# ---- fifo_umbral_flat ----
==> src/rtl/fifo_umbral_if.sv <==
// fifo_umbral_if
// Interface that groups the push/pop handshake, the threshold settings and
// the status outputs of fifo_umbral.
//   master : producer/consumer side. Drives push, pop, data_in and the
//            thresholds. Observes data_out, valid_out, count, the flags and
//            the errors.
//   slave  : the FIFO itself, with the opposite directions.
interface fifo_umbral_if #(
  parameter int DATA_WIDTH = 6,
  parameter int ADDR_WIDTH = 2
);
  logic                  push;
  logic                  pop;
  logic [DATA_WIDTH-1:0] data_in;
  logic [ADDR_WIDTH:0]   umbral_alto;
  logic [ADDR_WIDTH:0]   umbral_bajo;
  logic [DATA_WIDTH-1:0] data_out;
  logic                  valid_out;
  logic [ADDR_WIDTH:0]   count;
  logic                  full;
  logic                  almost_full;
  logic                  empty;
  logic                  almost_empty;
  logic                  error_overflow;
  logic                  error_underflow;

  modport master (
    output push, pop, data_in, umbral_alto, umbral_bajo,
    input  data_out, valid_out, count, full, almost_full, empty,
           almost_empty, error_overflow, error_underflow
  );

  modport slave (
    input  push, pop, data_in, umbral_alto, umbral_bajo,
    output data_out, valid_out, count, full, almost_full, empty,
           almost_empty, error_overflow, error_underflow
  );
endinterface

==> src/rtl/fifo_umbral.sv <==
// fifo_umbral
// Synchronous FIFO with programmable almost-full / almost-empty thresholds
// and sticky overflow / underflow error flags.
// Ports:
//   clk    : single clock; all state updates on the rising edge.
//   reset  : asynchronous reset, active low.
//   bus    : fifo_umbral_if.slave
//            push/data_in  write request and word
//            pop           read request; data_out/valid_out one cycle later
//            umbral_alto/umbral_bajo  thresholds in words
//            count, full, almost_full, empty, almost_empty  occupancy status
//            error_overflow/error_underflow  sticky until reset
module fifo_umbral #(
  parameter int DATA_WIDTH = 6,
  parameter int ADDR_WIDTH = 2
) (
  input logic          clk,
  input logic          reset,
  fifo_umbral_if.slave bus
);

  localparam int                DEPTH    = 1 << ADDR_WIDTH;
  localparam logic [ADDR_WIDTH:0] FULL_CNT = DEPTH[ADDR_WIDTH:0];

  logic [DATA_WIDTH-1:0] mem [DEPTH];
  logic [ADDR_WIDTH-1:0] wr_ptr;
  logic [ADDR_WIDTH-1:0] rd_ptr;
  logic [ADDR_WIDTH:0]   count_q;
  logic [DATA_WIDTH-1:0] data_p1;
  logic                  vld_p1;
  logic                  err_ovf;
  logic                  err_unf;

  logic pop_acc;
  logic push_acc;

  // No bypass: an empty FIFO rejects a pop even if a push lands this cycle.
  // A full FIFO still takes a push when a pop frees a slot in the same cycle.
  assign pop_acc  = bus.pop && (count_q != '0);
  assign push_acc = bus.push && ((count_q < FULL_CNT) || pop_acc);

  // Storage is not reset; a write while full-with-pop reuses the slot that
  // the pop reads, and the nonblocking read still returns the old word.
  always_ff @(posedge clk) begin
    if (push_acc) begin
      mem[wr_ptr] <= bus.data_in;
    end
  end

  always_ff @(posedge clk or negedge reset) begin
    if (!reset) begin
      wr_ptr  <= '0;
      rd_ptr  <= '0;
      count_q <= '0;
      data_p1 <= '0;
      vld_p1  <= 1'b0;
      err_ovf <= 1'b0;
      err_unf <= 1'b0;
    end else begin
      if (push_acc) begin
        wr_ptr <= wr_ptr + 1'b1;
      end

      // Read stage -> data_p1 / vld_p1
      vld_p1 <= pop_acc;
      if (pop_acc) begin
        data_p1 <= mem[rd_ptr];
        rd_ptr  <= rd_ptr + 1'b1;
      end

      case ({push_acc, pop_acc})
        2'b10:   count_q <= count_q + 1'b1;
        2'b01:   count_q <= count_q - 1'b1;
        default: count_q <= count_q;
      endcase

      if (bus.push && !push_acc) begin
        err_ovf <= 1'b1;
      end
      if (bus.pop && !pop_acc) begin
        err_unf <= 1'b1;
      end
    end
  end

  assign bus.data_out        = data_p1;
  assign bus.valid_out       = vld_p1;
  assign bus.count           = count_q;
  assign bus.error_overflow  = err_ovf;
  assign bus.error_underflow = err_unf;

  // Flags derive from the registered count, so they move with count.
  assign bus.empty        = (count_q == '0);
  assign bus.full         = (count_q == FULL_CNT);
  assign bus.almost_empty = (count_q != '0) && (count_q <= bus.umbral_bajo);
  assign bus.almost_full  = (count_q != FULL_CNT) && (count_q >= bus.umbral_alto);

endmodule

==> src/flat_wrapper.sv <==
// flat-port wrapper written by rule: the top's interface ports become plain ports
module fifo_umbral_flat 
#(
  parameter int DATA_WIDTH = 6,
  parameter int ADDR_WIDTH = 2
)
  (clk, reset, bus_push, bus_pop, bus_data_in, bus_umbral_alto, bus_umbral_bajo, bus_data_out, bus_valid_out, bus_count, bus_full, bus_almost_full, bus_empty, bus_almost_empty, bus_error_overflow, bus_error_underflow);
  fifo_umbral_if #(.DATA_WIDTH(DATA_WIDTH), .ADDR_WIDTH(ADDR_WIDTH)) bus_i ();
  input logic clk;
  input logic reset;
  input wire logic [$bits(bus_i.push)-1:0] bus_push;
  input wire logic [$bits(bus_i.pop)-1:0] bus_pop;
  input wire logic [$bits(bus_i.data_in)-1:0] bus_data_in;
  input wire logic [$bits(bus_i.umbral_alto)-1:0] bus_umbral_alto;
  input wire logic [$bits(bus_i.umbral_bajo)-1:0] bus_umbral_bajo;
  output wire logic [$bits(bus_i.data_out)-1:0] bus_data_out;
  output wire logic [$bits(bus_i.valid_out)-1:0] bus_valid_out;
  output wire logic [$bits(bus_i.count)-1:0] bus_count;
  output wire logic [$bits(bus_i.full)-1:0] bus_full;
  output wire logic [$bits(bus_i.almost_full)-1:0] bus_almost_full;
  output wire logic [$bits(bus_i.empty)-1:0] bus_empty;
  output wire logic [$bits(bus_i.almost_empty)-1:0] bus_almost_empty;
  output wire logic [$bits(bus_i.error_overflow)-1:0] bus_error_overflow;
  output wire logic [$bits(bus_i.error_underflow)-1:0] bus_error_underflow;
  assign bus_i.push = bus_push;
  assign bus_i.pop = bus_pop;
  assign bus_i.data_in = bus_data_in;
  assign bus_i.umbral_alto = bus_umbral_alto;
  assign bus_i.umbral_bajo = bus_umbral_bajo;
  assign bus_data_out = bus_i.data_out;
  assign bus_valid_out = bus_i.valid_out;
  assign bus_count = bus_i.count;
  assign bus_full = bus_i.full;
  assign bus_almost_full = bus_i.almost_full;
  assign bus_empty = bus_i.empty;
  assign bus_almost_empty = bus_i.almost_empty;
  assign bus_error_overflow = bus_i.error_overflow;
  assign bus_error_underflow = bus_i.error_underflow;
  fifo_umbral #(.DATA_WIDTH(DATA_WIDTH), .ADDR_WIDTH(ADDR_WIDTH)) u_core (.clk(clk), .reset(reset), .bus(bus_i));
endmodule
==> config.mk <==
export PLATFORM = sky130hd
export DESIGN_NAME = fifo_umbral_flat
export DESIGN_NICKNAME = d
export VERILOG_FILES = /design/src/rtl/fifo_umbral_if.sv /design/src/rtl/fifo_umbral.sv /design/src/flat_wrapper.sv
export SDC_FILE = /design/constraint.sdc
export NUM_CORES = 1
export LEC_CHECK = 0
export CELL_PAD_IN_SITES_DETAIL_PLACEMENT = 1
export CELL_PAD_IN_SITES_GLOBAL_PLACEMENT = 2
export CORE_MARGIN = 4
export CORE_UTILIZATION = 30
export DETAILED_ROUTE_END_ITERATION = 10
export GPL_TIMING_DRIVEN = 0
export PLACE_DENSITY = 0.77
export SLEW_MARGIN = 20
export SYNTH_ARGS = -nofsm -noshare
export SYNTH_HDL_FRONTEND = slang
export SYNTH_SLANG_ARGS = --single-unit
==> constraint.sdc <==
create_clock -name clk -period 6.02 [get_ports clk]
set_clock_uncertainty 0.05 [all_clocks]
set_input_delay 1.204 -clock clk [delete_from_list [all_inputs] [get_ports clk]]
set_output_delay 1.204 -clock clk [all_outputs]
set_load 0.05 [all_outputs]
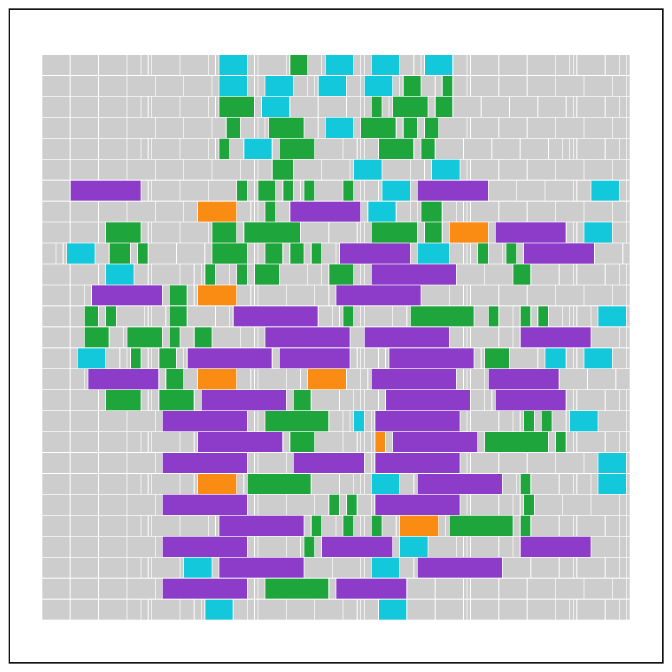
fifo_umbral_flat/placement_by_type.png
Fill, decap, tap and diode cells in gray.
Key: green = combinational and other logic [cells 80, share of their area 28%]; cyan = other buffers and delay cells [cells 34, share of their area 15%]; orange = clock drivers and dummy loads [cells 8, share of their area 4.6%]; purple = flops [cells 40, share of their area 52%]

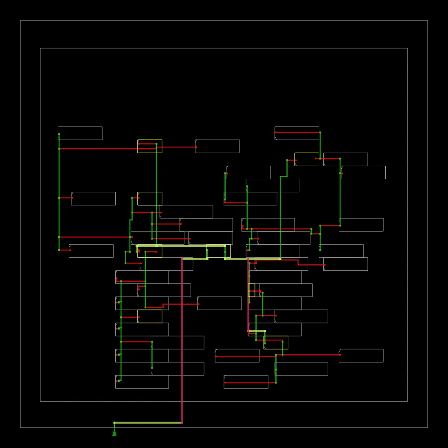
fifo_umbral_flat/clocks.png
clock group total power: 194 uW
clk sink count: 40

==> CHANGELOG.md <==
### Implementation results

- Pleak: 0.000926 uW
- Fin nets: roughly 190
- Largest area contributor in the netlist: edfxtp_1
- Syn_nets: roughly 150
- # DRC: 0
- IO Pins: 32
- Number of max-cap violations: 0
- Post-Syn Area: around 1800 um^2
- Final Hold Viols: 0
- Total GRT Usage: 0.106
- Final Cell Area: 2260 um^2
- Worst-path clk slew: 0.07 ns
- Status: finished clean
- Placed cells: 226
- Yosys xor share: 0.0298
- Worst Tran Pin Value: 0.820 ns
- Crit path time final: 4.56 ns
- Worst Setup EP: bus_almost_empty
- Unrepaired setup endpoints after global routing: no
[cells in the mapped netlist (2+ instances only)]
master / instances
and3_1: 5
ha_1: 11
nand2_1: 20
mux4_2: 6
edfxtp_1: 24
dfrtp_1: 16
a21oi_1: 2
nor2_1: 2
o21ai_0: 2
a21o_1: 2
inv_1: 11
xnor2_1: 4
xor2_1: 2
nand2b_1: 4
[kinds of logic (layout without fill, tap and decap cells)]
family                     count (synthesis)  in the layout
adders and majority gates                 12             12
AOI/OAI and AO/OA                          8              8
muxes                                      6              6
DFF                                       40             40
buffers and inverters                     15             54
xor gates and xnor gates                   6              6
and+or+nand+nor                           36             36
[layout make-up]
class | count | area share
buffer | 3 | 0.00995
clock buffer | 8 | 0.0442
inverter | 12 | 0.0210
multi-input combinational | 68 | 0.253
sequential | 40 | 0.495
tap | 72 | 0.0398
timing repair buffer | 31 | 0.137
[power breakdown]
part	total (uW)	internal, uW	switching, uW
registers	417	370	47.3
clock network	194	105	89.8
logic	576	221	355
total	1190	695	492
[critical path: stages]
cell	delay [ns]
clkdlybuf4s50_1	0.46
inv_1	0.04
ha_1	0.28
nor2b_1	0.13
o21ai_0	0.14
nand2b_1	0.07
a21oi_1	0.14
clkdlybuf4s50_1	0.83

# ---- fetch_stage ----
fetch_stage/metal_density.png
Bar = 50 um. The die is cut into 31 by 34 equal tiles; dark blue is low, red is high, scaled to the fullest tile. Values are wire area over tile area, all layers added.
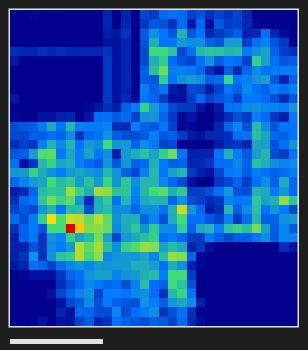
fetch_stage/placement_by_type.png
Fill, decap, tap and diode cells in gray.
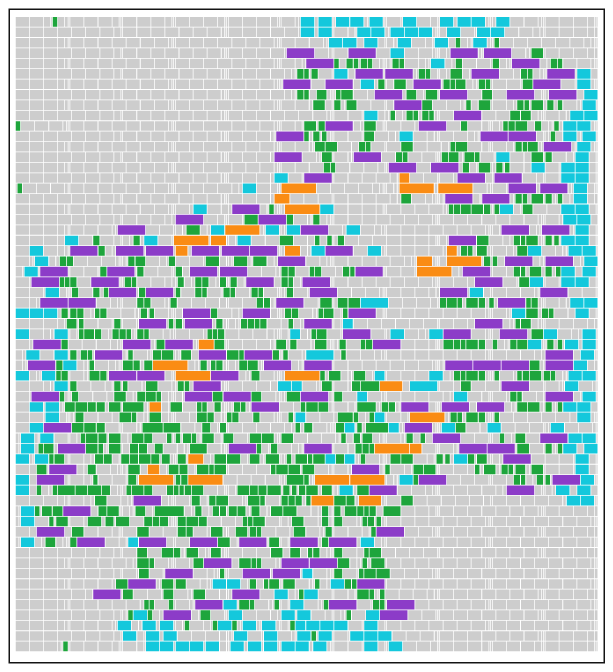
fetch_stage/layer_met3.png
Bar = 50 um.
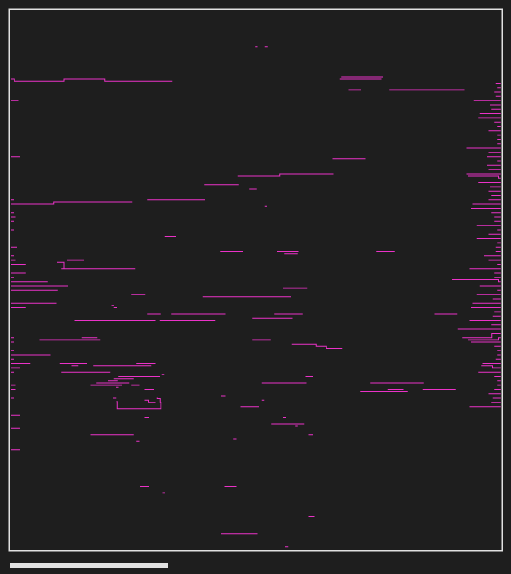
**config.mk**
```make
export PLATFORM = sky130hd
export DESIGN_NAME = fetch_stage
export DESIGN_NICKNAME = d
export VERILOG_FILES = /design/src/rtl/fetch_stage.sv
export SDC_FILE = /design/constraint.sdc
export NUM_CORES = 1
export LEC_CHECK = 0
export CAP_MARGIN = 15
export CORE_ASPECT_RATIO = 1.1
export CORE_UTILIZATION = 29
export DETAILED_ROUTE_END_ITERATION = 6
export HOLD_SLACK_MARGIN = 0.02
export SYNTH_ARGS = -nofsm -noshare
export SYNTH_HDL_FRONTEND = slang
export SYNTH_SLANG_ARGS = --single-unit
```
**constraint.sdc**
```tcl
create_clock -name clk -period 4.29 [get_ports clk]
set_input_delay 1.287 -clock clk [delete_from_list [all_inputs] [get_ports clk]]
set_output_delay 1.287 -clock clk [all_outputs]
set_load 0.02 [all_outputs]
```
**src/rtl/fetch_stage.sv**
```systemverilog
// Instruction-fetch stage with a one-entry stall buffer and the IF/ID pipeline register.
// An empty IF/ID slot is presented as an all-zero instruction.
module fetch_stage #(
    parameter int                  PC_WIDTH = 32,
    parameter logic [PC_WIDTH-1:0] RESET_PC = '0
) (
    input  logic                clk,
    input  logic                rst,
    output logic                imem_req,
    output logic [PC_WIDTH-1:0] imem_addr,
    input  logic                imem_ready,
    input  logic [31:0]         imem_rdata,
    input  logic                stall,
    input  logic                flush,
    input  logic                redirect,
    input  logic [PC_WIDTH-1:0] redirect_pc,
    output logic                id_valid,
    output logic [31:0]         id_instr,
    output logic [PC_WIDTH-1:0] id_pc4,
    output logic [5:0]          id_opcode,
    output logic [4:0]          id_rs,
    output logic [4:0]          id_rt,
    output logic [4:0]          id_rd,
    output logic [15:0]         id_imm
);

    typedef enum logic [0:0] {
        FETCH = 1'b0,
        HOLD  = 1'b1
    } state_t;

    state_t              state_q;
    logic [PC_WIDTH-1:0] pc_q;
    logic [31:0]         buf_instr_q;
    logic [PC_WIDTH-1:0] buf_pc4_q;
    logic                id_valid_q;
    logic [31:0]         id_instr_q;
    logic [PC_WIDTH-1:0] id_pc4_q;

    logic [PC_WIDTH-1:0] pc_plus4_s;
    logic [PC_WIDTH-1:0] redirect_aligned_s;

    assign pc_plus4_s         = pc_q + PC_WIDTH'(32'd4);
    assign redirect_aligned_s = redirect_pc & {{(PC_WIDTH-2){1'b1}}, 2'b00};

    assign imem_req  = (state_q == FETCH) && !rst;
    assign imem_addr = pc_q;

    assign id_valid  = id_valid_q;
    assign id_instr  = id_instr_q;
    assign id_pc4    = id_pc4_q;
    assign id_opcode = id_instr_q[31:26];
    assign id_rs     = id_instr_q[25:21];
    assign id_rt     = id_instr_q[20:16];
    assign id_rd     = id_instr_q[15:11];
    assign id_imm    = id_instr_q[15:0];

    // PC, stall buffer and IF/ID update; priority is rst > redirect > flush > stall.
    always_ff @(posedge clk) begin
        if (rst) begin
            state_q     <= FETCH;
            pc_q        <= RESET_PC;
            buf_instr_q <= 32'h0000_0000;
            buf_pc4_q   <= '0;
            id_valid_q  <= 1'b0;
            id_instr_q  <= 32'h0000_0000;
            id_pc4_q    <= '0;
        end else if (redirect) begin
            state_q     <= FETCH;
            pc_q        <= redirect_aligned_s;
            buf_instr_q <= 32'h0000_0000;
            buf_pc4_q   <= '0;
            id_valid_q  <= 1'b0;
            id_instr_q  <= 32'h0000_0000;
            id_pc4_q    <= '0;
        end else begin
            case (state_q)
                FETCH: begin
                    if (imem_ready) begin
                        pc_q <= pc_plus4_s;
                        // A flushed slot cannot take the new word, so it is parked like a stall.
                        if (stall || flush) begin
                            buf_instr_q <= imem_rdata;
                            buf_pc4_q   <= pc_plus4_s;
                            state_q     <= HOLD;
                            if (flush) begin
                                id_valid_q <= 1'b0;
                                id_instr_q <= 32'h0000_0000;
                                id_pc4_q   <= '0;
                            end
                        end else begin
                            id_valid_q <= 1'b1;
                            id_instr_q <= imem_rdata;
                            id_pc4_q   <= pc_plus4_s;
                        end
                    end else if (!stall || flush) begin
                        id_valid_q <= 1'b0;
                        id_instr_q <= 32'h0000_0000;
                        id_pc4_q   <= '0;
                    end
                end
                HOLD: begin
                    if (flush) begin
                        id_valid_q <= 1'b0;
                        id_instr_q <= 32'h0000_0000;
                        id_pc4_q   <= '0;
                    end else if (!stall) begin
                        id_valid_q  <= 1'b1;
                        id_instr_q  <= buf_instr_q;
                        id_pc4_q    <= buf_pc4_q;
                        buf_instr_q <= 32'h0000_0000;
                        buf_pc4_q   <= '0;
                        state_q     <= FETCH;
                    end
                end
                default: begin
                    state_q <= FETCH;
                end
            endcase
        end
    end

endmodule

```
==> CHANGELOG.md <==
### Implementation results

- RR Endpoint: id_pc4[14]
- Synth flops: 156
- Initial Util: 0.296
- Worst-path clk slew: 0.07 ns
- Post-synth seq share: 0.418
- Setup violators final: 0
- Root Driver: clkbuf_16
- DR vias/cell: slightly above 5
- Drt wl/cell: 17.0 um
- IO Pins: roughly 210
- Post-Syn Area: roughly 7500 um^2
- Post-Synth AOI/OAI Area: 0.198
- Wl on met1: about 10 mm
- Status: finished clean
- Starting DRT DRC Count: about 430
- Total Power: 3560 uW
- Post_cts resized: 0
- PortBufs: 198
- Total GRT Usage: 0.178
- Worst r2r path cells: 6
- YS warnings: 0
- Syn Area/Cell: 8.29 um^2
- Post-CTS Repair Setup Buffers: 0
- Worst Setup EP: imem_req
- Core Area: roughly 25000 um^2
Notes on fetch_stage/metal_density.png above:
24% of the tiles are nearly empty. The emptiest ninth of the die: top left. The mean over all tiles is 0.14. The fullest tile reaches 0.73. 4.1% of the tiles are over half the peak.

Notes on fetch_stage/placement_by_type.png above:
Key: cyan = other buffers and delay cells [cells 215, share of their area 22%]; purple = flops [cells 156, share of their area 32%]; orange = clock drivers and dummy loads [cells 32, share of their area 6.1%]; green = combinational and other logic [cells 631, share of their area 39%]

Notes on fetch_stage/layer_met3.png above:
The layer holds 4.9% of the routed length. 153 nets have wire on it.

==> worst max-delay path, stage by stage <==
cell and delay, ns:
clkdlybuf4s50_1 0.42, nor2_1 0.09, clkdlybuf4s50_1 0.60
==> cells in the mapped netlist (all sizes together) (6+ instances only) <==
cell / count / area (um^2)
nand4: 23 / 165
and3: 6 / 37.5
a211oi: 20 / 155
inv: 9 / 33.8
and4: 13 / 114
xnor2: 30 / 263
clkbuf: 55 / 206
nand3: 13 / 70.1
a21oi: 72 / 360
nor4: 10 / 75.1
o21ai: 50 / 250
buf: 63 / 427
xor2: 13 / 114
nand2: 85 / 319
o21bai: 8 / 60.1
nor2: 93 / 349
a221oi: 39 / 342
dfxtp: 156 / 3120
a22oi: 11 / 82.6
nor3: 52 / 290
o211a: 6 / 60.1
nand3b: 32 / 240
==> power breakdown <==
part	switching [uW]	leakage, uW	internal, uW
registers	60.6	0.00127	1500
clock network	721	0.000284	785
logic	267	0.00191	225
total	1050	0.00346	2510
==> cell type report <==
type | count | area [um^2]
fillers | 2543 | 15200
multi-input cells | 622 | 3730
flip-flops and latches | 156 | 3120
repair buffers | 215 | 2150
well taps | 346 | 433
clock buffers | 17 | 425
clock inverters | 15 | 166
inverters | 9 | 33.8


==> notes/layouts.md <==
Pictures saved along the way, in no particular order.

Met1 routing.
picture 1
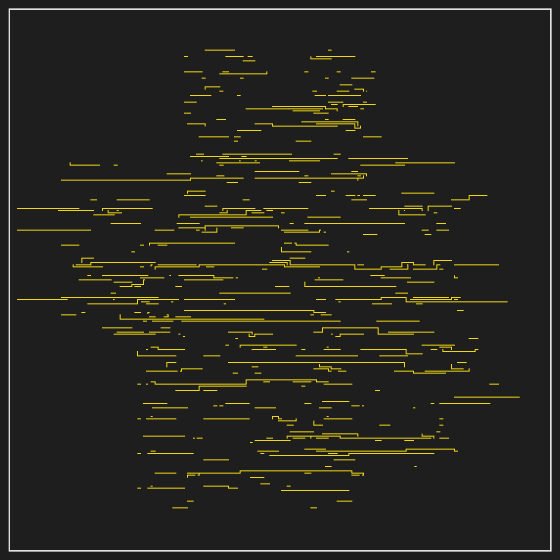
picture 2
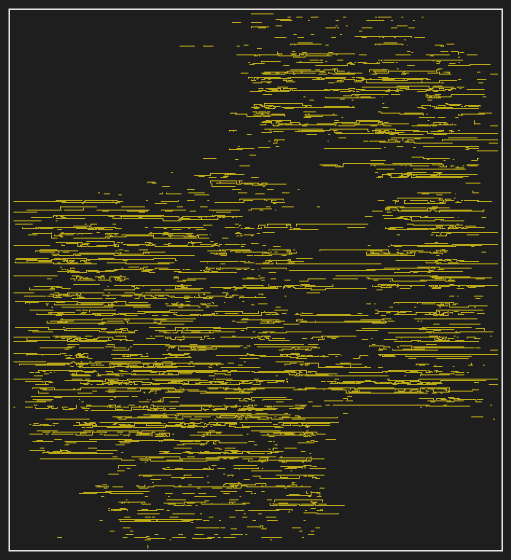
fetch_stage: picture 2
fifo_umbral_flat: picture 1

No activity file was given, so power comes from the tool's default toggle rates.
